######## design 1 ########
### Track usage over the die, design 1

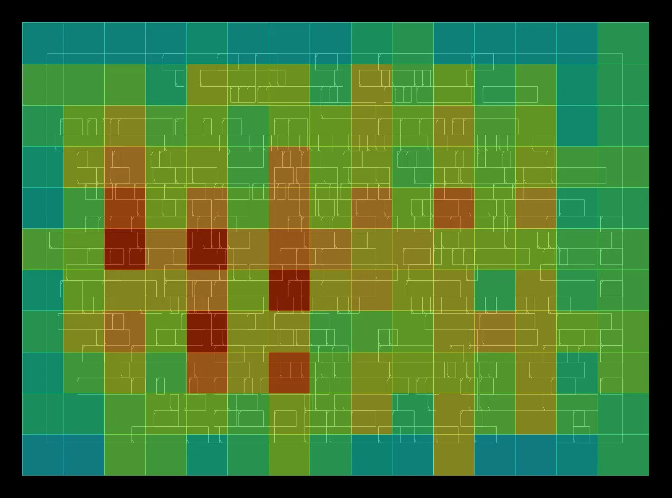

## src/rtl/robertsons_mult_seq.sv

```systemverilog
// robertsons_mult_seq: sequential signed/unsigned shift-add multiplier
// (Robertson's algorithm) with a start/busy/done handshake.
//
// The datapath examines one multiplier bit per RUN cycle.
// - Unsigned operands: the partial product is added, then shifted right
//   logically; the carry bit becomes the new MSB.
// - Signed operands: the partial product is added, then shifted right
//   arithmetically. The sign-bit iteration subtracts instead of adding,
//   because that bit carries weight -2^(WIDTH-1).
//
// Optional build macro: ROBERTSONS_EARLY_TERM_EN
//   When defined, a RUN cycle whose remaining multiplier bits are all zero
//   finishes the operation by shifting out all remaining positions at once.
//   Products are identical with and without the macro; only latency differs.
module robertsons_mult_seq #(
    parameter int WIDTH = 8
) (
    input  logic               clk,
    input  logic               reset,         // async, active low
    input  logic               start,
    input  logic               signed_mode,
    input  logic [WIDTH-1:0]   multiplier,
    input  logic [WIDTH-1:0]   multiplicand,
    output logic               busy,
    output logic               done,
    output logic [2*WIDTH-1:0] product
);

    localparam int CW = $clog2(WIDTH);
    localparam logic [CW-1:0] LAST = CW'(WIDTH - 1);

    typedef enum logic [1:0] {
        S_IDLE = 2'd0,
        S_RUN  = 2'd1,
        S_DONE = 2'd2
    } state_t;

    state_t             state_q, state_d;
    logic [WIDTH-1:0]   m_q, m_d;        // latched multiplicand
    logic [WIDTH-1:0]   q_q, q_d;        // multiplier, low half of the product
    logic [WIDTH:0]     acc_q, acc_d;    // high half plus one guard/carry bit
    logic [CW-1:0]      cnt_q, cnt_d;
    logic               mode_q, mode_d;
    logic               busy_q, busy_d;
    logic               done_q, done_d;
    logic [2*WIDTH-1:0] prod_q, prod_d;

    // One Robertson iteration
    logic [WIDTH:0]     m_ext;
    logic [WIDTH:0]     sum;
    logic               fill;
    logic [WIDTH:0]     acc_n;
    logic [WIDTH-1:0]   q_n;

`ifdef ROBERTSONS_EARLY_TERM_EN
    // Early termination: remaining multiplier bits are the low WIDTH-cnt
    // bits of q_q, since the examined bits have already been shifted out.
    logic [WIDTH-1:0]   rem_mask;
    logic               rem_zero;
    logic [CW:0]        sh_amt;
    logic [2*WIDTH:0]   joint;
    logic [2*WIDTH:0]   joint_sh;
`endif

    // Add/subtract the multiplicand and shift {acc,Q} right by one
    always_comb begin
        m_ext = mode_q ? {m_q[WIDTH-1], m_q} : {1'b0, m_q};
        sum   = acc_q;
        if (q_q[0]) begin
            if (mode_q && (cnt_q == LAST)) sum = acc_q - m_ext;
            else                           sum = acc_q + m_ext;
        end
        // Signed mode replicates the sign; unsigned mode shifts in zero
        // above the carry bit.
        fill  = mode_q ? sum[WIDTH] : 1'b0;
        acc_n = {fill, sum[WIDTH:1]};
        q_n   = {sum[0], q_q[WIDTH-1:1]};
    end

`ifdef ROBERTSONS_EARLY_TERM_EN
    // Collapse all remaining shifts into one when no set bits remain
    always_comb begin
        rem_mask = {WIDTH{1'b1}} >> cnt_q;
        rem_zero = ((q_q & rem_mask) == '0);
        sh_amt   = (CW+1)'(WIDTH) - {1'b0, cnt_q};
        joint    = {acc_q, q_q};
        if (mode_q) joint_sh = $signed(joint) >>> sh_amt;
        else        joint_sh = joint >> sh_amt;
    end
`endif

    // Next-state and datapath control
    always_comb begin
        state_d = state_q;
        m_d     = m_q;
        q_d     = q_q;
        acc_d   = acc_q;
        cnt_d   = cnt_q;
        mode_d  = mode_q;
        prod_d  = prod_q;

        case (state_q)
            S_IDLE, S_DONE: begin
                if (start) begin
                    state_d = S_RUN;
                    m_d     = multiplicand;
                    q_d     = multiplier;
                    mode_d  = signed_mode;
                    acc_d   = '0;
                    cnt_d   = '0;
                end
            end
            S_RUN: begin
`ifdef ROBERTSONS_EARLY_TERM_EN
                if (rem_zero) begin
                    acc_d   = joint_sh[2*WIDTH:WIDTH];
                    q_d     = joint_sh[WIDTH-1:0];
                    cnt_d   = '0;
                    prod_d  = joint_sh[2*WIDTH-1:0];
                    state_d = S_DONE;
                end else begin
`endif
                    acc_d = acc_n;
                    q_d   = q_n;
                    cnt_d = cnt_q + CW'(1);
                    if (cnt_q == LAST) begin
                        cnt_d   = '0;
                        prod_d  = {acc_n[WIDTH-1:0], q_n};
                        state_d = S_DONE;
                    end
`ifdef ROBERTSONS_EARLY_TERM_EN
                end
`endif
            end
            default: state_d = S_IDLE;
        endcase

        busy_d = (state_d == S_RUN);
        done_d = (state_d == S_DONE);
    end

    // State and datapath registers; reset discards any operation in flight
    always_ff @(posedge clk or negedge reset) begin
        if (!reset) begin
            state_q <= S_IDLE;
            m_q     <= '0;
            q_q     <= '0;
            acc_q   <= '0;
            cnt_q   <= '0;
            mode_q  <= 1'b0;
            busy_q  <= 1'b0;
            done_q  <= 1'b0;
            prod_q  <= '0;
        end else begin
            state_q <= state_d;
            m_q     <= m_d;
            q_q     <= q_d;
            acc_q   <= acc_d;
            cnt_q   <= cnt_d;
            mode_q  <= mode_d;
            busy_q  <= busy_d;
            done_q  <= done_d;
            prod_q  <= prod_d;
        end
    end

    assign busy    = busy_q;
    assign done    = done_q;
    assign product = prod_q;

endmodule
```

## config.mk

```make
export PLATFORM = sky130hd
export DESIGN_NAME = robertsons_mult_seq
export DESIGN_NICKNAME = d
export VERILOG_FILES = /design/src/rtl/robertsons_mult_seq.sv
export SDC_FILE = /design/constraint.sdc
export NUM_CORES = 1
export LEC_CHECK = 0
export CAP_MARGIN = 40
export CORE_ASPECT_RATIO = 0.7
export CORE_MARGIN = 4
export CORE_UTILIZATION = 40
export CTS_CLUSTER_DIAMETER = 120
export DETAILED_ROUTE_END_ITERATION = 10
export GPL_ROUTABILITY_DRIVEN = 1
export SLEW_MARGIN = 20
export SYNTH_ARGS = -nofsm -noshare
export SYNTH_HDL_FRONTEND = slang
export SYNTH_SLANG_ARGS = --single-unit
```

## constraint.sdc

```tcl
create_clock -name clk -period 5 [get_ports clk]
set_input_delay 1 -clock clk [delete_from_list [all_inputs] [get_ports clk]]
set_output_delay 1 -clock clk [all_outputs]
set_load 0.005 [all_outputs]
```

######## design 2 ########
--- src/rtl/phy_clk_ratio_monitor.sv ---
// PHY clock ratio monitor: measures Word_CLK and PCLK periods in Bit_CLK cycles,
// checks them against the expected ratios and reports lock, error pulses and an error count.

module phy_clk_ratio_chan #(
    parameter int unsigned TOL      = 0,
    parameter int unsigned LOCK_CNT = 4,
    parameter int unsigned CNT_W    = 8
) (
    input  logic             clk,
    input  logic             rst,
    input  logic             en,
    input  logic             restart,
    input  logic             mon_clk,
    input  logic [CNT_W-1:0] exp_period,
    output logic             lock,
    output logic             err,
    output logic [CNT_W-1:0] period
);
    localparam int unsigned GOOD_W = $clog2(LOCK_CNT + 1);
    localparam int unsigned WIDE_W = CNT_W + 2;

    typedef enum logic [1:0] {IDLE, ACQUIRE, MEASURE, LOCKED} state_t;

    state_t            state_q, state_d;
    logic              sync1_q, sync2_q, prev_q;
    logic [CNT_W-1:0]  cnt_q;
    logic [GOOD_W-1:0] good_q, good_d;
    logic              lock_d, err_d;
    logic [CNT_W-1:0]  period_d;
    logic              edge_c, good_c, timeout_c;
    logic [WIDE_W-1:0] cnt_w, exp_w, tol_w;

    assign edge_c    = sync2_q & ~prev_q;
    assign cnt_w     = WIDE_W'(cnt_q);
    assign exp_w     = WIDE_W'(exp_period);
    assign tol_w     = WIDE_W'(TOL);
    assign good_c    = ((cnt_w + tol_w) >= exp_w) && (cnt_w <= (exp_w + tol_w));
    assign timeout_c = !edge_c && (cnt_w == (exp_w + tol_w));

    // Next-state and registered-output logic
    always_comb begin
        state_d  = state_q;
        good_d   = good_q;
        lock_d   = lock;
        err_d    = 1'b0;
        period_d = period;
        if (!en) begin
            state_d = IDLE;
            good_d  = '0;
            lock_d  = 1'b0;
        end else if (restart) begin
            state_d = ACQUIRE;
            good_d  = '0;
            lock_d  = 1'b0;
        end else begin
            case (state_q)
                IDLE: begin
                    state_d = ACQUIRE;
                    lock_d  = 1'b0;
                end
                ACQUIRE: begin
                    if (edge_c) begin
                        state_d = MEASURE;
                        good_d  = '0;
                    end
                end
                MEASURE, LOCKED: begin
                    if (edge_c) begin
                        period_d = cnt_q;
                        if (good_c) begin
                            if (state_q == MEASURE) begin
                                if ((good_q + GOOD_W'(1)) == GOOD_W'(LOCK_CNT)) begin
                                    state_d = LOCKED;
                                    lock_d  = 1'b1;
                                    good_d  = '0;
                                end else begin
                                    good_d = good_q + GOOD_W'(1);
                                end
                            end
                        end else begin
                            err_d   = 1'b1;
                            good_d  = '0;
                            lock_d  = 1'b0;
                            state_d = MEASURE;
                        end
                    end else if (timeout_c) begin
                        // late edge will be treated as a fresh first edge in ACQUIRE
                        err_d   = 1'b1;
                        good_d  = '0;
                        lock_d  = 1'b0;
                        state_d = ACQUIRE;
                    end
                end
                default: state_d = IDLE;
            endcase
        end
    end

    always_ff @(posedge clk) begin
        if (rst) begin
            state_q <= IDLE;
            sync1_q <= 1'b0;
            sync2_q <= 1'b0;
            prev_q  <= 1'b0;
            cnt_q   <= '0;
            good_q  <= '0;
            lock    <= 1'b0;
            err     <= 1'b0;
            period  <= '0;
        end else begin
            sync1_q <= mon_clk;
            sync2_q <= sync1_q;
            prev_q  <= sync2_q;
            if (edge_c) begin
                cnt_q <= CNT_W'(1);
            end else if (cnt_q != '1) begin
                cnt_q <= cnt_q + CNT_W'(1);
            end
            state_q <= state_d;
            good_q  <= good_d;
            lock    <= lock_d;
            err     <= err_d;
            period  <= period_d;
        end
    end
endmodule

module phy_clk_ratio_monitor #(
    parameter int unsigned WORD_RATIO = 10,
    parameter int unsigned TOL        = 0,
    parameter int unsigned LOCK_CNT   = 4,
    parameter int unsigned CNT_W      = 8,
    parameter int unsigned ERRCNT_W   = 16
) (
    input  logic                Bit_CLK,
    input  logic                Rst,
    input  logic                Mon_En,
    input  logic                Word_CLK,
    input  logic                PCLK,
    input  logic [5:0]          DataBusWidth,
    output logic                Word_Lock,
    output logic                PCLK_Lock,
    output logic                Word_Err,
    output logic                PCLK_Err,
    output logic [CNT_W-1:0]    Word_Period,
    output logic [CNT_W-1:0]    PCLK_Period,
    output logic [ERRCNT_W-1:0] Err_Count,
    output logic                Cfg_Err
);
    logic [5:0]          width_q, width_q2;
    logic                width_valid_c, pclk_restart_c, pclk_en_c;
    logic [CNT_W-1:0]    word_exp_c, pclk_exp_c;
    logic [ERRCNT_W:0]   err_sum_c;

    function automatic logic width_ok(input logic [5:0] w);
        return (w == 6'd8) || (w == 6'd16) || (w == 6'd32);
    endfunction

    assign width_valid_c  = width_ok(width_q);
    assign pclk_restart_c = width_valid_c && (width_q != width_q2);
    assign pclk_en_c      = Mon_En && width_valid_c;
    assign word_exp_c     = CNT_W'(WORD_RATIO);

    // Expected PCLK period scales with the PIPE data width
    always_comb begin
        pclk_exp_c = CNT_W'(WORD_RATIO);
        case (width_q)
            6'd16:   pclk_exp_c = CNT_W'(WORD_RATIO * 2);
            6'd32:   pclk_exp_c = CNT_W'(WORD_RATIO * 4);
            default: pclk_exp_c = CNT_W'(WORD_RATIO);
        endcase
    end

    assign err_sum_c = (ERRCNT_W + 1)'(Err_Count) + (ERRCNT_W + 1)'(Word_Err)
                     + (ERRCNT_W + 1)'(PCLK_Err);

    always_ff @(posedge Bit_CLK) begin
        if (Rst) begin
            width_q   <= '0;
            width_q2  <= '0;
            Cfg_Err   <= 1'b0;
            Err_Count <= '0;
        end else begin
            width_q  <= DataBusWidth;
            width_q2 <= width_q;
            Cfg_Err  <= !width_ok(DataBusWidth);
            if (err_sum_c[ERRCNT_W]) begin
                Err_Count <= '1;
            end else begin
                Err_Count <= err_sum_c[ERRCNT_W-1:0];
            end
        end
    end

    phy_clk_ratio_chan #(.TOL(TOL), .LOCK_CNT(LOCK_CNT), .CNT_W(CNT_W)) u_word (
        .clk        (Bit_CLK),
        .rst        (Rst),
        .en         (Mon_En),
        .restart    (1'b0),
        .mon_clk    (Word_CLK),
        .exp_period (word_exp_c),
        .lock       (Word_Lock),
        .err        (Word_Err),
        .period     (Word_Period)
    );

    phy_clk_ratio_chan #(.TOL(TOL), .LOCK_CNT(LOCK_CNT), .CNT_W(CNT_W)) u_pclk (
        .clk        (Bit_CLK),
        .rst        (Rst),
        .en         (pclk_en_c),
        .restart    (pclk_restart_c),
        .mon_clk    (PCLK),
        .exp_period (pclk_exp_c),
        .lock       (PCLK_Lock),
        .err        (PCLK_Err),
        .period     (PCLK_Period)
    );
endmodule

--- config.mk ---
export PLATFORM = sky130hd
export DESIGN_NAME = phy_clk_ratio_monitor
export DESIGN_NICKNAME = d
export VERILOG_FILES = /design/src/rtl/phy_clk_ratio_monitor.sv
export SDC_FILE = /design/constraint.sdc
export NUM_CORES = 1
export LEC_CHECK = 0
export CAP_MARGIN = 20
export CORE_UTILIZATION = 56
export DETAILED_ROUTE_END_ITERATION = 12
export MAX_ROUTING_LAYER = met4
export PLACE_DENSITY = 0.81
export SYNTH_ARGS = -nofsm -noshare
export SYNTH_HDL_FRONTEND = slang
export SYNTH_HIERARCHICAL = 1
export SYNTH_SLANG_ARGS = --single-unit
--- constraint.sdc ---
create_clock -name Bit_CLK -period 2.57 [get_ports Bit_CLK]
set_clock_uncertainty 0.05 [all_clocks]
set_input_delay 0.514 -clock Bit_CLK [delete_from_list [all_inputs] [get_ports Bit_CLK]]
set_output_delay 0.514 -clock Bit_CLK [all_outputs]
set_load 0.05 [all_outputs]
######## design 3 ########
[src/rtl/serial_add_pkg.sv]
`default_nettype none
// ============================================================================
// Package     : serial_add_pkg
// Description : Shared definitions for the bit-serial add/subtract controller:
//               the default operand width and the controller state encoding.
// Revision    : 1.0 - initial release
// ============================================================================
package serial_add_pkg;

  // Default operand/result width in bits.
  localparam int DEFAULT_WIDTH = 8;

  // Controller state encoding.
  localparam logic [1:0] IDLE = 2'd0;
  localparam logic [1:0] RUN  = 2'd1;
  localparam logic [1:0] DONE = 2'd2;

  typedef enum logic [1:0] {
    ST_IDLE = IDLE,
    ST_RUN  = RUN,
    ST_DONE = DONE
  } state_e;

endpackage : serial_add_pkg
`default_nettype wire

[src/rtl/fullAdder.sv]
`default_nettype none
// ============================================================================
// Module      : fullAdder
// Description : One-bit full adder cell, purely combinational.
// Ports       : x0, x1  - addend bits
//               cin     - carry in
//               s       - sum bit
//               cout    - carry out
// Revision    : 1.0 - initial release
// ============================================================================
module fullAdder (
  input  logic x0,
  input  logic x1,
  input  logic cin,
  output logic s,
  output logic cout
);

  logic w_half;

  assign w_half = x0 ^ x1;
  assign s      = w_half ^ cin;
  assign cout   = (x0 & x1) | (cin & w_half);

endmodule : fullAdder
`default_nettype wire

[src/rtl/serial_add_ctrl.sv]
`default_nettype none
// ============================================================================
// Module      : serial_add_ctrl
// Description : Bit-serial WIDTH-bit add/subtract controller. Operands are
//               latched on start, then one bit pair per clock (LSB first) is
//               pushed through a single full-adder cell. The carry lives in a
//               flop between bits; the sum is shifted in from the top. A done
//               pulse marks the result and flags valid.
// Ports       : clk      - clock, rising edge
//               reset    - synchronous active-high reset
//               start    - operation request, accepted only in IDLE
//               sub      - 0: a+b, 1: a-b (sampled with start)
//               a, b     - operands (sampled with start)
//               busy     - high while RUN or DONE
//               done     - one-cycle result-valid pulse
//               sum      - result, held until the next accepted start
//               cout     - carry out of MSB (subtract: 1 = no borrow)
//               overflow - two's-complement overflow
// Revision    : 1.0 - initial release
// ============================================================================
module serial_add_ctrl
  import serial_add_pkg::*;
#(
  parameter int WIDTH = DEFAULT_WIDTH
) (
  input  logic             clk,
  input  logic             reset,
  input  logic             start,
  input  logic             sub,
  input  logic [WIDTH-1:0] a,
  input  logic [WIDTH-1:0] b,
  output logic             busy,
  output logic             done,
  output logic [WIDTH-1:0] sum,
  output logic             cout,
  output logic             overflow
);

  localparam int               CNT_W    = $clog2(WIDTH);
  localparam logic [CNT_W-1:0] LAST_BIT = CNT_W'(WIDTH - 1);

  state_e             state_q, state_d;
  logic [WIDTH-1:0]   op_a_q,  op_a_d;
  logic [WIDTH-1:0]   op_b_q,  op_b_d;
  logic [WIDTH-1:0]   shreg_q, shreg_d;
  logic [WIDTH-1:0]   sum_q,   sum_d;
  logic [CNT_W-1:0]   cnt_q,   cnt_d;
  logic               carry_q, carry_d;
  logic               cout_q,  cout_d;
  logic               ovf_q,   ovf_d;

  logic               cell_s;
  logic               cell_cout;
  logic [WIDTH-1:0]   shreg_next;

  // Single arithmetic cell: always looks at the current LSBs and carry flop.
  fullAdder u_cell (
    .x0   (op_a_q[0]),
    .x1   (op_b_q[0]),
    .cin  (carry_q),
    .s    (cell_s),
    .cout (cell_cout)
  );

  // Sum bits enter at the top so that after WIDTH shifts bit 0 is the LSB.
  assign shreg_next = {cell_s, shreg_q[WIDTH-1:1]};

  always_comb begin
    state_d = state_q;
    op_a_d  = op_a_q;
    op_b_d  = op_b_q;
    shreg_d = shreg_q;
    sum_d   = sum_q;
    cnt_d   = cnt_q;
    carry_d = carry_q;
    cout_d  = cout_q;
    ovf_d   = ovf_q;

    case (state_q)
      ST_IDLE: begin
        if (start) begin
          // Subtract is A + ~B + 1: invert B and force the carry-in.
          op_a_d  = a;
          op_b_d  = sub ? ~b : b;
          carry_d = sub;
          cnt_d   = '0;
          shreg_d = '0;
          state_d = ST_RUN;
        end
      end

      ST_RUN: begin
        op_a_d  = op_a_q >> 1;
        op_b_d  = op_b_q >> 1;
        shreg_d = shreg_next;
        carry_d = cell_cout;
        cnt_d   = cnt_q + CNT_W'(1);
        if (cnt_q == LAST_BIT) begin
          // On the MSB step the carry flop holds the carry into the MSB,
          // so overflow is simply cin_msb XOR the final carry out. Results
          // are registered here so they are valid while done is high.
          sum_d   = shreg_next;
          cout_d  = cell_cout;
          ovf_d   = carry_q ^ cell_cout;
          state_d = ST_DONE;
        end
      end

      ST_DONE: begin
        state_d = ST_IDLE;
      end

      default: begin
        state_d = ST_IDLE;
      end
    endcase
  end

  always_ff @(posedge clk) begin
    if (reset) begin
      state_q <= ST_IDLE;
      op_a_q  <= '0;
      op_b_q  <= '0;
      shreg_q <= '0;
      sum_q   <= '0;
      cnt_q   <= '0;
      carry_q <= 1'b0;
      cout_q  <= 1'b0;
      ovf_q   <= 1'b0;
    end else begin
      state_q <= state_d;
      op_a_q  <= op_a_d;
      op_b_q  <= op_b_d;
      shreg_q <= shreg_d;
      sum_q   <= sum_d;
      cnt_q   <= cnt_d;
      carry_q <= carry_d;
      cout_q  <= cout_d;
      ovf_q   <= ovf_d;
    end
  end

  assign busy     = (state_q == ST_RUN) || (state_q == ST_DONE);
  assign done     = (state_q == ST_DONE);
  assign sum      = sum_q;
  assign cout     = cout_q;
  assign overflow = ovf_q;

endmodule : serial_add_ctrl
`default_nettype wire

[config.mk]
export PLATFORM = sky130hd
export DESIGN_NAME = serial_add_ctrl
export DESIGN_NICKNAME = d
export VERILOG_FILES = /design/src/rtl/serial_add_pkg.sv /design/src/rtl/fullAdder.sv /design/src/rtl/serial_add_ctrl.sv
export SDC_FILE = /design/constraint.sdc
export NUM_CORES = 1
export LEC_CHECK = 0
export CAP_MARGIN = 5
export CORE_ASPECT_RATIO = 0.6
export CORE_MARGIN = 2
export CORE_UTILIZATION = 43
export CTS_BUF_LIST = sky130_fd_sc_hd__clkbuf_2
export DETAILED_ROUTE_END_ITERATION = 7
export HOLD_SLACK_MARGIN = 0.1
export PLACE_DENSITY = 0.72
export SLEW_MARGIN = 0
export SYNTH_ARGS = -nofsm -noshare
export SYNTH_HDL_FRONTEND = slang
export SYNTH_SLANG_ARGS = --single-unit
[constraint.sdc]
create_clock -name clk -period 1.4 [get_ports clk]
set_clock_uncertainty 0.1 [all_clocks]
set_input_delay 0.28 -clock clk [delete_from_list [all_inputs] [get_ports clk]]
set_output_delay 0.28 -clock clk [all_outputs]
set_load 0.05 [all_outputs]
######## design 4 ########
--- config.mk ---
export PLATFORM = sky130hd
export DESIGN_NAME = jedro_1_dram_arbiter
export DESIGN_NICKNAME = d
export VERILOG_FILES = /design/src/rtl/jedro_1_dram_arbiter_pkg.sv /design/src/rtl/jedro_1_dram_arbiter_wdt.sv /design/src/rtl/jedro_1_dram_arbiter.sv
export SDC_FILE = /design/constraint.sdc
export NUM_CORES = 1
export LEC_CHECK = 0
export ABC_CLOCK_PERIOD_IN_PS = 2810
export CAP_MARGIN = 20
export CORE_AREA = 2 2 120 122
export CTS_CLUSTER_DIAMETER = 100
export DETAILED_ROUTE_END_ITERATION = 7
export DIE_AREA = 0 0 122 124
export PLACE_DENSITY = 0.73
export SYNTH_ARGS = -nofsm -noshare
export SYNTH_HDL_FRONTEND = slang
export SYNTH_SLANG_ARGS = --single-unit
--- constraint.sdc ---
create_clock -name clk_i -period 2.81 [get_ports clk_i]
set_input_delay 0.7025 -clock clk_i [delete_from_list [all_inputs] [get_ports clk_i]]
set_output_delay 0.7025 -clock clk_i [all_outputs]
set_load 0.01 [all_outputs]
--- src/rtl/jedro_1_dram_arbiter_pkg.sv ---
// -----------------------------------------------------------------------------
// jedro_1_defines
// Shared definitions for the jedro_1 data-memory arbiter.
//   arb_state_e              : arbiter FSM states (IDLE, BUSY)
//   DRAM_ARB_TIMEOUT_DEFAULT : default slave-ack timeout in cycles, used when
//                              JEDRO_1_DRAM_ARB_TIMEOUT_EN is defined
// -----------------------------------------------------------------------------
package jedro_1_defines;

    typedef enum logic {
        IDLE = 1'b0,
        BUSY = 1'b1
    } arb_state_e;

    localparam int unsigned DRAM_ARB_TIMEOUT_DEFAULT = 16;

endpackage : jedro_1_defines

--- src/rtl/jedro_1_dram_arbiter_wdt.sv ---
// -----------------------------------------------------------------------------
// jedro_1_arb_wdt
// 8-bit cycle counter used as a slave-response watchdog. Only instantiated
// by jedro_1_dram_arbiter when JEDRO_1_DRAM_ARB_TIMEOUT_EN is defined.
// Ports:
//   clk_i  : clock, rising edge
//   rstn_i : asynchronous active-low reset, count -> 0
//   clr    : synchronous clear (takes priority over en)
//   en     : count enable; counting stops once the terminal count is reached
//   tc     : terminal count, high while count == LIMIT
// -----------------------------------------------------------------------------
module jedro_1_arb_wdt #(
    parameter int unsigned LIMIT = 16
) (
    input  logic clk_i,
    input  logic rstn_i,
    input  logic clr,
    input  logic en,
    output logic tc
);

    localparam logic [7:0] LIMIT_CNT = 8'(LIMIT);

    logic [7:0] count_q;

    assign tc = (count_q == LIMIT_CNT);

    always_ff @(posedge clk_i or negedge rstn_i) begin
        if (!rstn_i) begin
            count_q <= '0;
        end else if (clr) begin
            count_q <= '0;
        end else if (en && !tc) begin
            count_q <= count_q + 8'd1;
        end
    end

endmodule : jedro_1_arb_wdt

--- src/rtl/jedro_1_dram_arbiter.sv ---
// -----------------------------------------------------------------------------
// jedro_1_dram_arbiter
// Two-master / one-slave arbiter for the jedro_1 data-memory port
// (stb/we/addr/wdata/rdata/ack/err). Master 0 is the core LSU, master 1 a
// secondary requester (debug/DMA). One transaction at a time, round-robin on
// contention, response routed combinationally back to the granted master.
// Ports:
//   clk_i, rstn_i          : clock, asynchronous active-low reset
//   mX_stb/we/addr/wdata   : master X request (held until ack or err)
//   mX_rdata/ack/err       : master X response (zero when not granted)
//   s_stb/we/addr/wdata    : registered slave command
//   s_rdata/ack/err        : slave response
// Optional feature macro: JEDRO_1_DRAM_ARB_TIMEOUT_EN
//   Adds a BUSY watchdog (jedro_1_arb_wdt); after TIMEOUT_CYCLES cycles
//   without s_ack/s_err the granted master receives an err pulse.
// -----------------------------------------------------------------------------
module jedro_1_dram_arbiter
    import jedro_1_defines::*;
#(
    parameter int unsigned DATA_WIDTH     = 32,
    parameter int unsigned ADDR_WIDTH     = 32,
    parameter int unsigned TIMEOUT_CYCLES = DRAM_ARB_TIMEOUT_DEFAULT
) (
    input  logic                    clk_i,
    input  logic                    rstn_i,

    input  logic                    m0_stb,
    input  logic [DATA_WIDTH/8-1:0] m0_we,
    input  logic [ADDR_WIDTH-1:0]   m0_addr,
    input  logic [DATA_WIDTH-1:0]   m0_wdata,
    output logic [DATA_WIDTH-1:0]   m0_rdata,
    output logic                    m0_ack,
    output logic                    m0_err,

    input  logic                    m1_stb,
    input  logic [DATA_WIDTH/8-1:0] m1_we,
    input  logic [ADDR_WIDTH-1:0]   m1_addr,
    input  logic [DATA_WIDTH-1:0]   m1_wdata,
    output logic [DATA_WIDTH-1:0]   m1_rdata,
    output logic                    m1_ack,
    output logic                    m1_err,

    output logic                    s_stb,
    output logic [DATA_WIDTH/8-1:0] s_we,
    output logic [ADDR_WIDTH-1:0]   s_addr,
    output logic [DATA_WIDTH-1:0]   s_wdata,
    input  logic [DATA_WIDTH-1:0]   s_rdata,
    input  logic                    s_ack,
    input  logic                    s_err
);

    localparam int unsigned BE_WIDTH = DATA_WIDTH / 8;

    if (TIMEOUT_CYCLES < 2 || TIMEOUT_CYCLES > 255) begin : g_timeout_range
        $error("TIMEOUT_CYCLES must be in 2..255");
    end

    arb_state_e              state_q, state_d;
    logic                    grant_q, grant_d;
    logic                    last_q, last_d;
    logic                    s_stb_d;
    logic [BE_WIDTH-1:0]     s_we_d;
    logic [ADDR_WIDTH-1:0]   s_addr_d;
    logic [DATA_WIDTH-1:0]   s_wdata_d;

    logic busy;
    logic timeout;
    logic winner;
    logic done;
    logic err_fwd;

    assign busy = (state_q == BUSY);

`ifdef JEDRO_1_DRAM_ARB_TIMEOUT_EN
    // Held clear while idle, so the count is 0 on the first BUSY cycle.
    jedro_1_arb_wdt #(
        .LIMIT (TIMEOUT_CYCLES)
    ) u_wdt (
        .clk_i  (clk_i),
        .rstn_i (rstn_i),
        .clr    (!busy),
        .en     (busy),
        .tc     (timeout)
    );
`else
    assign timeout = 1'b0;
`endif

    // On contention the master that was not served last wins; otherwise the
    // only requester wins (m1_stb alone selects 1, anything else selects 0).
    assign winner = (m0_stb && m1_stb) ? ~last_q : m1_stb;

    assign done    = busy && (s_ack || s_err || timeout);
    // A real slave response takes precedence over a coincident timeout.
    assign err_fwd = s_err || (timeout && !s_ack);

    always_ff @(posedge clk_i or negedge rstn_i) begin
        if (!rstn_i) begin
            state_q <= IDLE;
            grant_q <= 1'b0;
            last_q  <= 1'b1;
            s_stb   <= 1'b0;
            s_we    <= '0;
            s_addr  <= '0;
            s_wdata <= '0;
        end else begin
            state_q <= state_d;
            grant_q <= grant_d;
            last_q  <= last_d;
            s_stb   <= s_stb_d;
            s_we    <= s_we_d;
            s_addr  <= s_addr_d;
            s_wdata <= s_wdata_d;
        end
    end

    always_comb begin
        state_d   = state_q;
        grant_d   = grant_q;
        last_d    = last_q;
        s_stb_d   = s_stb;
        s_we_d    = s_we;
        s_addr_d  = s_addr;
        s_wdata_d = s_wdata;

        case (state_q)
            IDLE: begin
                if (m0_stb || m1_stb) begin
                    state_d   = BUSY;
                    grant_d   = winner;
                    last_d    = winner;
                    s_stb_d   = 1'b1;
                    s_we_d    = winner ? m1_we    : m0_we;
                    s_addr_d  = winner ? m1_addr  : m0_addr;
                    s_wdata_d = winner ? m1_wdata : m0_wdata;
                end
            end
            BUSY: begin
                if (done) begin
                    state_d = IDLE;
                    s_stb_d = 1'b0;
                end
            end
            default: begin
                state_d = IDLE;
                s_stb_d = 1'b0;
            end
        endcase
    end

    // Response routing is gated on BUSY so a reset (state -> IDLE) silences
    // every master output immediately, and stray slave responses in IDLE
    // never reach a master.
    always_comb begin
        m0_ack   = busy && !grant_q && s_ack;
        m1_ack   = busy &&  grant_q && s_ack;
        m0_err   = busy && !grant_q && err_fwd;
        m1_err   = busy &&  grant_q && err_fwd;
        m0_rdata = (busy && !grant_q) ? s_rdata : '0;
        m1_rdata = (busy &&  grant_q) ? s_rdata : '0;
    end

endmodule : jedro_1_dram_arbiter
### Signal wires on met1, design 2

Drawn at 3 px/um.
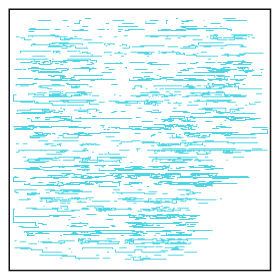
The longest straight run is 40.0 um. 473 nets have wire on it. The layer holds 46% of the routed length.

==> job_summary.md, design 2 <==
## Synthesis and layout report

| Metric | Value |
|---|---|
| Fp util | `58.38%` |
| CP Depth | `8` |
| WP data arrival | `2.59 ns` |
| Maximum number of pins on one net before global-route repair | `30` |
| Non-clk bufs | `52` |
| Mean Syn Cell Area | `roughly 9.3 um2` |
| AND/OR/NAND/NOR Cells, Area Fraction | `22.87%` |
| Worst-path clk slew | `0.08 ns` |
| Yosys cell types | `roughly 51` |
| CORE AREA | `between 0.006 and 0.007 mm2` |
| CTS Buffer Depth | `2` |
| Post-layout net count | `530` |
| Late-Pin Clk Latency | `about 0.35 ns` |
| Total power | `2.436 mW` |
| CP startpoint kind | `flip-flop` |
| Cell area leaders | `dfxtp_1 (40%), ha_1 (7.2%), mux2i_1 (5.2%), nor2_1 (4.4%), xnor2_1 (3.3%)` |
| Most flops, register | `Err_Count` |
| Post-synth EDFFs | `0` |
| Area leader share | `40.44%` |
| Slew Viols, Final | `0` |
| Ys flops | `81` |
| Yosys Instances | `around 430` |
| Status | `finished, final reports clean` |
| Hold Crit Depth | `1` |
| Register area | `0.001622 mm2` |
| Top logic family | `simple AND/OR/NAND/NOR gates` |
| Die height | `86.62 um` |
| Area of the mapped netlist | `0.004010 mm2` |
| Post-route clock period utilization | `94.08%` |
| Non-clock buffer share | `10.42%` |
| PortBufs | `around 47` |
| Switch Pwr | `~560 uW` |
| Placed instance area | `around 0.0046 mm2` |
| Combinational power | `140 uW` |
| Post-CTS setup buffers | `0` |
| Max IR drop VDD | `between 0.3 and 0.4 mV` |
| Leading area contributor after synthesis | `dfxtp_1` |
| Initial antenna violation count | `0` |
| CLK BUF | `10` |
| Final Hold Vio Count | `0` |
| FA/HA/MAJ Cells, Area Fraction | `7.676%` |
| Worst r2r src | `width_q[1]$_SDFF_PP0_` |
| Yosys Chip Area | `around 0.0040 mm2` |
| PostCTS Resize Cnt | `0` |
| Final Worst Setup Slack | `0.1522 ns` |
| First-pass GRT wire length | `between 10000 and 15000 um` |
| Relative slew slack | `62.82%` |
| Seq power | `between 1 and 1.5 mW` |
| GRT Overall Usage | `24.32%` |
-- design 2: metal layers --
layer / wire, um / share of wire [%] / vias up / GRT usage, %
li1: - / - / 1603 / -
met1: 3844 / 46 / 1536 / 29.34
met2: 4046 / 48 / 78 / 39.68
met3: 381 / 4.6 / 8 / 6.095
met4: 73 / 0.87 / 0 / 8.333
met5: 0 / 0 / - / -
-- design 2: through the flow --
| stage | TNS [ns] | cells |
|---|---|---|
| final | 0 | 595 |
| after global routing | -0.0002029 | 595 |
| after CTS | 0 | 595 |
| after detailed placement | 0 | 580 |
| after global placement | 0 | 580 |
| after floorplan | 0 | 444 |
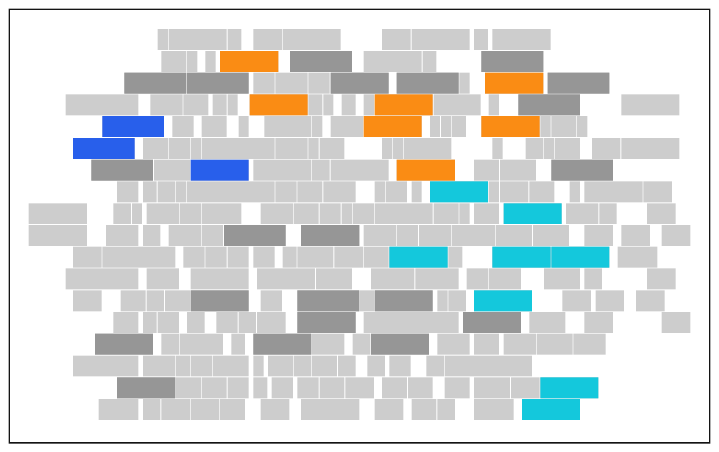
*Sequential cells coloured by netlist name, design 3*
Drawn at 8 px/um.
Key: shreg_q = orange [placed flops 7]; cnt_q = blue [placed flops 3]; op_a_q = cyan [placed flops 8]
Another 21 sequential cells are not coloured.

==> job_summary.md, design 3 <==
## Synthesis and layout report

| Metric | Value |
|---|---|
| Complex Gates by Area | `20.10%` |
| Slowest stage cell, crit path | `dfxtp_2` |
| First-pass GRT wire length | `7583 um` |
| Post-CTS setup buffers | `2` |
| Non-filler instance count after layout | `between 200 and 300` |
| Most frequent logic cells in the routed design | `dfxtp_1 (26), nand2_1 (19), clkdlybuf4s50_1 (19)` |
| MI comb cells | `approximately 140` |
| Clock-cell share of area | `3.192%` |
| Violated checks | `setup timing` |
| Final setup TNS | `-5.221 ns` |
| Final setup violation count | `39` |
| Final Worst Setup Slack | `-0.2447 ns` |
| H-tree Lvls | `2` |
| Status | `complete, but fails checks` |
| CP endpoint | `done` |
| Synth Seq Share | `43.55%` |
| Starting DRT DRC Count | `just under 90` |
| XOR Share, Synth | `4.396%` |
| CLK BUF | `5` |
| Dominant register cell | `dfxtp_1` |
| Leading area contributor after synthesis | `dfxtp_1` |
| Worst R2R End | `op_b_q[5]$_SDFFE_PP0P_` |
| Cell area leaders | `dfxtp_1 (44%), nand2_1 (6.1%), a211oi_2 (5.6%), a21oi_1 (5.6%), mux2i_1 (5.0%)` |
| Yosys Chip Area | `0.001793 mm2` |
design 3: flip-flops by register name (all words and copies together), names as in the netlist:
signal / cells
carry_q: 1
state_q: 2
cnt_q: 3
cout: 1
overflow: 1
sum: 8
op_b_q: 8
shreg_q: 7
op_a_q: 8
design 3: report_power, final:
part | total [mW] | switching, mW | internal (mW) | leakage (nW)
logic | 0.767 | 0.369 | 0.397 | 0.721
clock network | 0.868 | 0.388 | 0.480 | 0.0492
registers | 1.23 | 0.0531 | 1.17 | 0.324
total | 2.86 | 0.810 | 2.05 | 1.09
### Signal wires on met1, design 1

Drawn at 3 px/um.
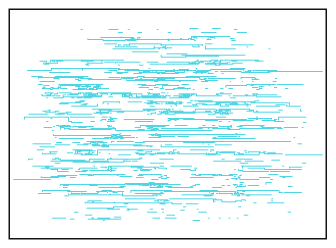
321 nets have wire on it. The layer holds 54% of the routed length. The wires run mostly horizontal. The layer carries 3200 um of wire. The longest straight run is 49.2 um.

### Sequential cells coloured by netlist name, design 1

Drawn at 4 px/um.
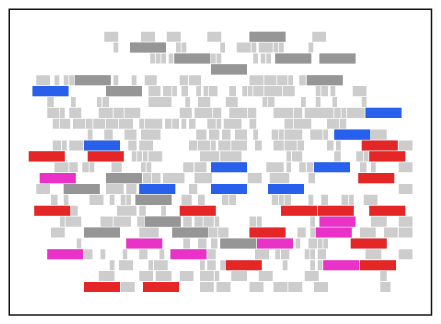
Key: acc_q = blue [placed flops 9]; product = red [placed flops 16]; q_q = magenta [placed flops 8]
Another 16 sequential cells are not coloured.
Seq power: 744 uW
register area: 0.001226 mm2
Seq/total area: 38.30%
fin util: 50.77%

## Picture notes: 'Track usage over the die' of design 1
WL/cell: 14.86 um
layer carrying the most global-route usage: met1
GRT Overall Usage: 15.79%
M3 GR Usage: 3.302%

==> job_summary.md, design 1 <==
## Synthesis and layout report

| Metric | Value |
|---|---|
| Critical path's largest stage delay | `approximately 0.55 ns` |
| Fin Hold WS | `0.4903 ns` |
| Top cells by count | `nand2_1 (56), dfrtp_1 (49), nor2_1 (25)` |
| Status | `finished, final reports clean` |
| Relative slew slack | `47.52%` |
| Final setup TNS | `0 ns` |
| Final Hold Vio Count | `0` |
| Post-route clock period utilization | `62.79%` |
| Complex Gates by Area | `17.60%` |
| Yosys Chip Area | `0.002645 mm2` |
| CP Depth | `11` |
| Met3 wire len | `215 um` |
| Non-clk bufs | `42` |
| Pwr/cell area | `747.6 mW/mm2` |
| Largest cell class | `logic gates` |
| Worst-path clk slew | `0.10 ns` |
| Non-filler instance count after layout | `401` |
| Gpl congestion | `0.9010` |
| Warnings from Yosys | `0` |
| LEAKAGE | `roughly 1.5 nW` |
design 1: per-stage QoR:
stage / area [um2] / utilization (%) / power, mW / worst slack (ns)
finish: 3202 / 50.77 / 2.394 / 1.861
global route: 3199 / 50.73 / 2.648 / 1.664
floorplan: 2645 / - / 1.737 / 2.178
global placement: 3088 / 48.97 / 2.139 / 1.980
detailed placement: 3088 / 48.97 / 2.148 / 1.906
CTS: 3184 / 50.50 / 2.414 / 1.871
design 1: report_power, final:
group | internal, mW | total [mW] | switching (mW)
Combinational | 0.650 | 1.39 | 0.745
Clock | 0.113 | 0.254 | 0.142
Sequential | 0.586 | 0.744 | 0.158
### Close-up of the layout, design 4

Region (79, 80) to (104, 105) um. Cells in grey, sequential cells in the stronger grey; small squares are vias.
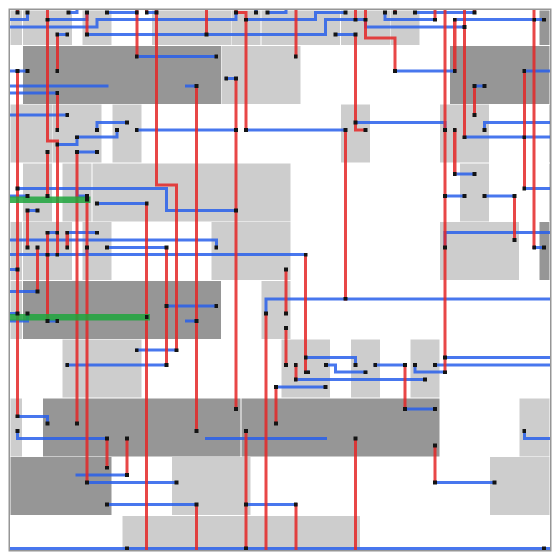
Key: metal 1 = blue; metal 3 = green; metal 2 = red
Most frequent: clkdlybuf4s50_1 (9), nand2_1 (7). Sequential cells in the window: 6. Netlist names of flops here include s_wdata (4). 35 logic cells have their middle in the window.

### Gate-type map, design 4

Drawn at 2 px/um.
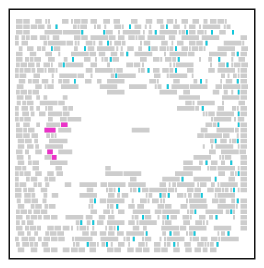
Key: NOR gates = cyan [cells 68, most used nor2_1, where all over the die]; AND-OR and OR-AND gates = magenta [cells 4, where left middle]
most frequent logic cell in the layout: clkdlybuf4s50_1
non-filler instance count after layout: 938

==> job_summary.md, design 4 <==
## Synthesis and layout report

| Metric | Value |
|---|---|
| Met1 wire length | `slightly below 6000 um` |
| Mean Syn Cell Area | `7.984 um2` |
| TritonCTS Buffers | `9` |
| Tapcells | `180` |
| Met3 wire len | `1259 um` |
| CLK BUF | `11` |
| Main power group | `combinational cells` |
| First-pass GRT wire length | `21690 um` |
| Hold Crit Depth | `1` |
| Syn Nets | `641` |
| Post-CTS setup buffers | `0` |
| GR Layer Usage met2 | `around a third` |
| Synth Seq Share | `between 40% and 50%` |
| Final instance area | `between 0.007 and 0.008 mm2` |
| Type of the worst setup path | `in -> out` |
| Post-route clock period utilization | `a little over nine tenths` |
| Crit-path max FO | `2` |
| Area Growth Syn to Fin | `94.53%` |
| Maximum number of pins on one net before global-route repair | `74` |
| CP startpoint kind | `input port` |
| Highest routing layer actually used | `met4` |
| Status | `finished, final reports clean` |
| Combinational power | `~2.5 mW` |
| Late-Pin Clk Latency | `0.33 ns` |
| Sw Ratio | `between 30% and 40%` |
| Pwr/cell area | `723.8 mW/mm2` |
| Yosys Chip Area | `between 0.003 and 0.004 mm2` |
| Ys flops | `between 70 and 80` |
| FA/HA/MAJ Cells, Area Fraction | `0%` |
| Setup WS pre-CTS | `0.1239 ns` |
| Max-cap violations | `0` |
| Most frequent logic cells in the routed design | `clkdlybuf4s50_1 (309), nand2_1 (136), dfrtp_1 (71)` |
| Worst-path clk slew | `0.05 ns` |
| Hold path endpoint | `s_stb$_DFFE_PN0P_` |
| Area of the mapped netlist | `between 0.003 and 0.004 mm2` |
| Metal2 WL | `7140 um` |
| Largest registers | `s_addr (32), s_wdata (32), s_we (4)` |
| Placed instance area | `0.006954 mm2` |
| Initial antenna violation count | `0` |
[design 4: worst max path at each step]
stage | start | depth (start not counted) | endpoint
2_1_floorplan | grant_q$_DFFE_PN0P_ | 3 | m0_rdata[22]
3_3_place_gp | s_rdata[30] | 3 | m0_rdata[30]
3_5_place_dp | s_rdata[29] | 3 | m1_rdata[29]
4_1_cts | s_rdata[29] | 3 | m1_rdata[29]
5_1_grt | s_rdata[29] | 3 | m1_rdata[29]
6_report | s_rdata[30] | 3 | m0_rdata[30]

######## design 5 ########
### Signal wires on met1, design 5

Drawn at 3 px/um.
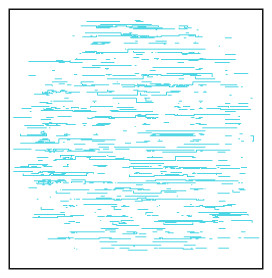
### Gate-type map, design 5

Drawn at 3 px/um.
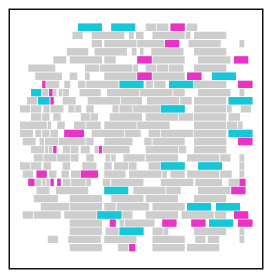
### Sequential cells coloured by netlist name, design 5

Drawn at 6 px/um.
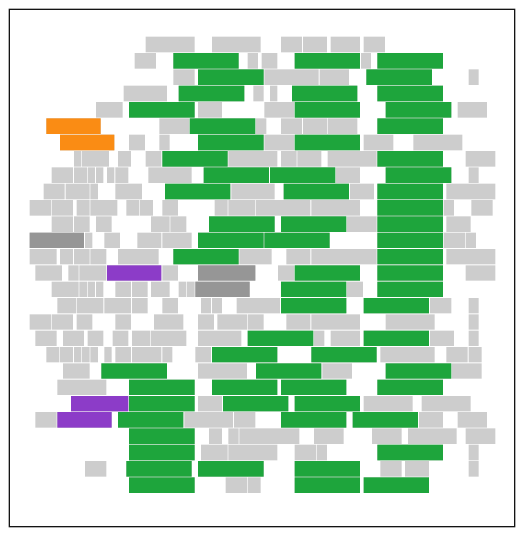
[src/rtl/instr_prefetch_queue.sv]
// Instruction prefetch queue: a small FIFO of fetched instruction words that
// presents the oldest word to the control unit split into four equal fields.
// The head is flushed on taken branches/jumps, and a sticky flag records any
// fetch dropped because the queue was full.
module instr_prefetch_queue #(
    parameter int IW    = 16,
    parameter int DEPTH = 4,
    parameter int FW    = IW / 4,
    parameter int CW    = $clog2(DEPTH) + 1
) (
    input  logic          clk,
    input  logic          rst_n,
    input  logic [IW-1:0] instr_data,
    input  logic          irwr,
    input  logic          ir_rd,
    input  logic          flush,
    output logic [FW-1:0] instr_f3,
    output logic [FW-1:0] instr_f2,
    output logic [FW-1:0] instr_f1,
    output logic [FW-1:0] instr_f0,
    output logic          ir_valid,
    output logic          full,
    output logic [CW-1:0] count,
    output logic          ovf
);

    localparam int PW = $clog2(DEPTH);

    logic [IW-1:0] mem_q [DEPTH];
    logic [PW-1:0] wp_q, wp_d;
    logic [PW-1:0] rp_q, rp_d;
    logic [CW-1:0] count_q, count_d;
    logic          ovf_q, ovf_d;
    logic          push_ok, pop_ok;
    logic [IW-1:0] head;

    // Status flags derive from the registered occupancy only
    always_comb begin
        ir_valid = (count_q != '0);
        full     = (count_q == CW'(DEPTH));
        count    = count_q;
        ovf      = ovf_q;
    end

    // Accept decisions; a pop frees a slot so a push into a full queue still lands
    always_comb begin
        pop_ok  = ir_rd & ir_valid & ~flush;
        push_ok = irwr & (~full | pop_ok) & ~flush;
    end

    // Next-state for pointers, occupancy and sticky overflow; flush wins over everything
    always_comb begin
        wp_d    = wp_q;
        rp_d    = rp_q;
        count_d = count_q;
        ovf_d   = ovf_q;
        if (flush) begin
            wp_d    = '0;
            rp_d    = '0;
            count_d = '0;
            ovf_d   = 1'b0;
        end else begin
            if (push_ok) wp_d = wp_q + PW'(1);
            if (pop_ok)  rp_d = rp_q + PW'(1);
            count_d = count_q + CW'(push_ok) - CW'(pop_ok);
            if (irwr && full && !pop_ok) ovf_d = 1'b1;
        end
    end

    // Control state with asynchronous reset
    always_ff @(posedge clk or negedge rst_n) begin
        if (!rst_n) begin
            wp_q    <= '0;
            rp_q    <= '0;
            count_q <= '0;
            ovf_q   <= 1'b0;
        end else begin
            wp_q    <= wp_d;
            rp_q    <= rp_d;
            count_q <= count_d;
            ovf_q   <= ovf_d;
        end
    end

    // Storage is deliberately not reset; outputs mask it while empty
    always_ff @(posedge clk) begin
        if (push_ok) mem_q[wp_q] <= instr_data;
    end

    // Head word split into fields, zeroed when nothing is queued
    always_comb begin
        head     = ir_valid ? mem_q[rp_q] : '0;
        instr_f3 = head[IW-1:3*FW];
        instr_f2 = head[3*FW-1:2*FW];
        instr_f1 = head[2*FW-1:FW];
        instr_f0 = head[FW-1:0];
    end

endmodule

[config.mk]
export PLATFORM = sky130hd
export DESIGN_NAME = instr_prefetch_queue
export DESIGN_NICKNAME = d
export VERILOG_FILES = /design/src/rtl/instr_prefetch_queue.sv
export SDC_FILE = /design/constraint.sdc
export NUM_CORES = 1
export LEC_CHECK = 0
export CAP_MARGIN = 10
export CORE_AREA = 3 3 81 83
export CTS_BUF_LIST = sky130_fd_sc_hd__clkbuf_4 sky130_fd_sc_hd__clkbuf_8
export CTS_CLUSTER_SIZE = 25
export DETAILED_ROUTE_END_ITERATION = 8
export DIE_AREA = 0 0 84 86
export PLACE_DENSITY_LB_ADDON = 0.15
export SKIP_CTS_REPAIR_TIMING = 1
export SLEW_MARGIN = 20
export SYNTH_ARGS = -nofsm -noshare
export SYNTH_HDL_FRONTEND = slang
export SYNTH_SLANG_ARGS = --single-unit
[constraint.sdc]
create_clock -name clk -period 2.1 [get_ports clk]
set_input_delay 0.42 -clock clk [delete_from_list [all_inputs] [get_ports clk]]
set_output_delay 0.42 -clock clk [all_outputs]
set_load 0.005 [all_outputs]
==> job_summary.md <==
## Synthesis and layout report

| Metric | Value |
|---|---|
| GRT Overall Usage | `between 15 and 20%` |
| Final Worst Setup Slack | `-0.1583 ns` |
| Comb gate area | `between 800 and 900 um2` |
| H-tree Lvls | `3` |
| Final Skew | `around 0.007 ns` |
| Starting DRT DRC Count | `70` |
| CP most frequent cell | `buf_6` |
| Cell chain of the critical path | `buf_8 > buf_6 > buf_6 > mux4_2 > nor2b_4 > clkbuf_2` |
| Complex Gates by Area | `roughly 1.2%` |
| Mean Syn Cell Area | `around 19 um2` |
| Internal power | `3.749 mW` |
| Pwr/cell area | `between 1000 and 1500 mW/mm2` |
| Post-route clock period utilization | `107.5%` |
| Dominant register cell | `edfxtp_1` |
| Seq Cell Count | `72` |
| Final instance area | `0.004235 mm2` |
| Syn Nets | `183` |
| WL/cell | `18.31 um` |
| FA/HA/MAJ Cells, Area Fraction | `3.172%` |
| Status | `complete, but fails checks` |
| Combinational power | `2.47 mW` |
| Non-clock buffer share | `21.74%` |
| Antenna diodes | `0` |
| R2R depth | `11` |
| PortBufs | `42` |
| Final setup violation count | `15` |
| Worst R2R End | `count[2]$_DFF_PN0_` |
| Total grt overflow | `0` |
| Die height | `about 86 um` |
| Worst-Margin Slew | `0.3950 ns` |
| Violated checks | `setup timing` |
| CP required | `1.68 ns` |
| Warnings from Yosys | `0` |
| Slowest stage cell, crit path | `mux4_2` |
| Top cells by count | `edfxtp_1 (64), nor2b_1 (15)` |
| WP data arrival | `1.84 ns` |
| Post-route ant nets | `0` |
Notes on 'Signal wires on met1' of design 5 above:
The longest straight run is 25.8 um. The wires run mostly horizontal. The layer holds 40% of the routed length.

Notes on 'Gate-type map' of design 5 above:
Key: multiplexers = cyan [cells 18, most used mux4_2, where all over the die]; NOR gates = magenta [cells 27, most used nor2b_4, where all over the die]
most frequent logic cell in the layout: edfxtp_1
non-filler instance count after layout: 331
combinational share of cell area: 20.59%

Notes on 'Sequential cells coloured by netlist name' of design 5 above:
Key: mem_q = green [placed flops 64]; count = purple [placed flops 3]; wp_q = orange [placed flops 2]
Another 3 sequential cells are not coloured.
register area: 0.002125 mm2
fin util: 71.53%
Seq power: 1.74 mW
Seq/total area: 50.16%

worst max-delay path, delay by kind of cell, from the launching register on:
family	cells	cell delay (ns)
and+or+nand+nor	1	0.14
muxes	1	0.49
DFF	1	0.44
buffers and inverters	4	0.44
layer usage:
layer	routed length (um)	vias up	track usage (%)	part of all wire (%)
met2	3264	41	28.34	54
met5	0	-	0	0
met3	215	13	3.650	3.5
li1	-	780	-	-
met4	132	0	7.456	2.2
met1	2448	876	17.24	40
registers in the layout, indices dropped and copies added (netlist names):
name and flops:
wp_q 2, mem_q 64, count 3, ovf 1, rp_q 2


==> notes/layouts.md <==
Pictures saved along the way, in no particular order.

Gate-type map.
Plate I
Drawn at 3 px/um.
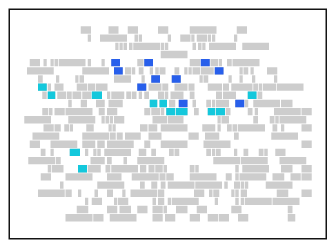
Plate II
Drawn at 3 px/um.
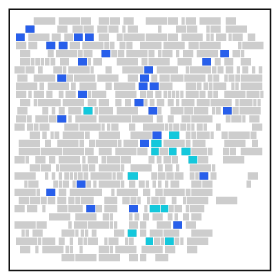
Plate III
Drawn at 4 px/um.
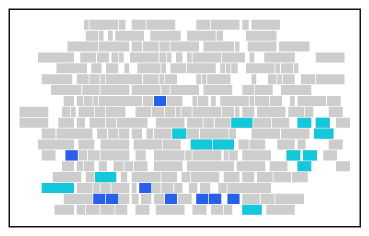
Of these, smallest die: Plate III
Of these, most cells: Plate II
| from | picture |
|---|---|
| design 2 | Plate II |
| design 1 | Plate I |
| design 3 | Plate III |

Key to Plate II:
Key: XOR/XNOR gates = blue [cells 28, most used xnor2_1]; AND-OR and OR-AND gates = cyan [cells 13]

Power and IR drop assume default switching activity.
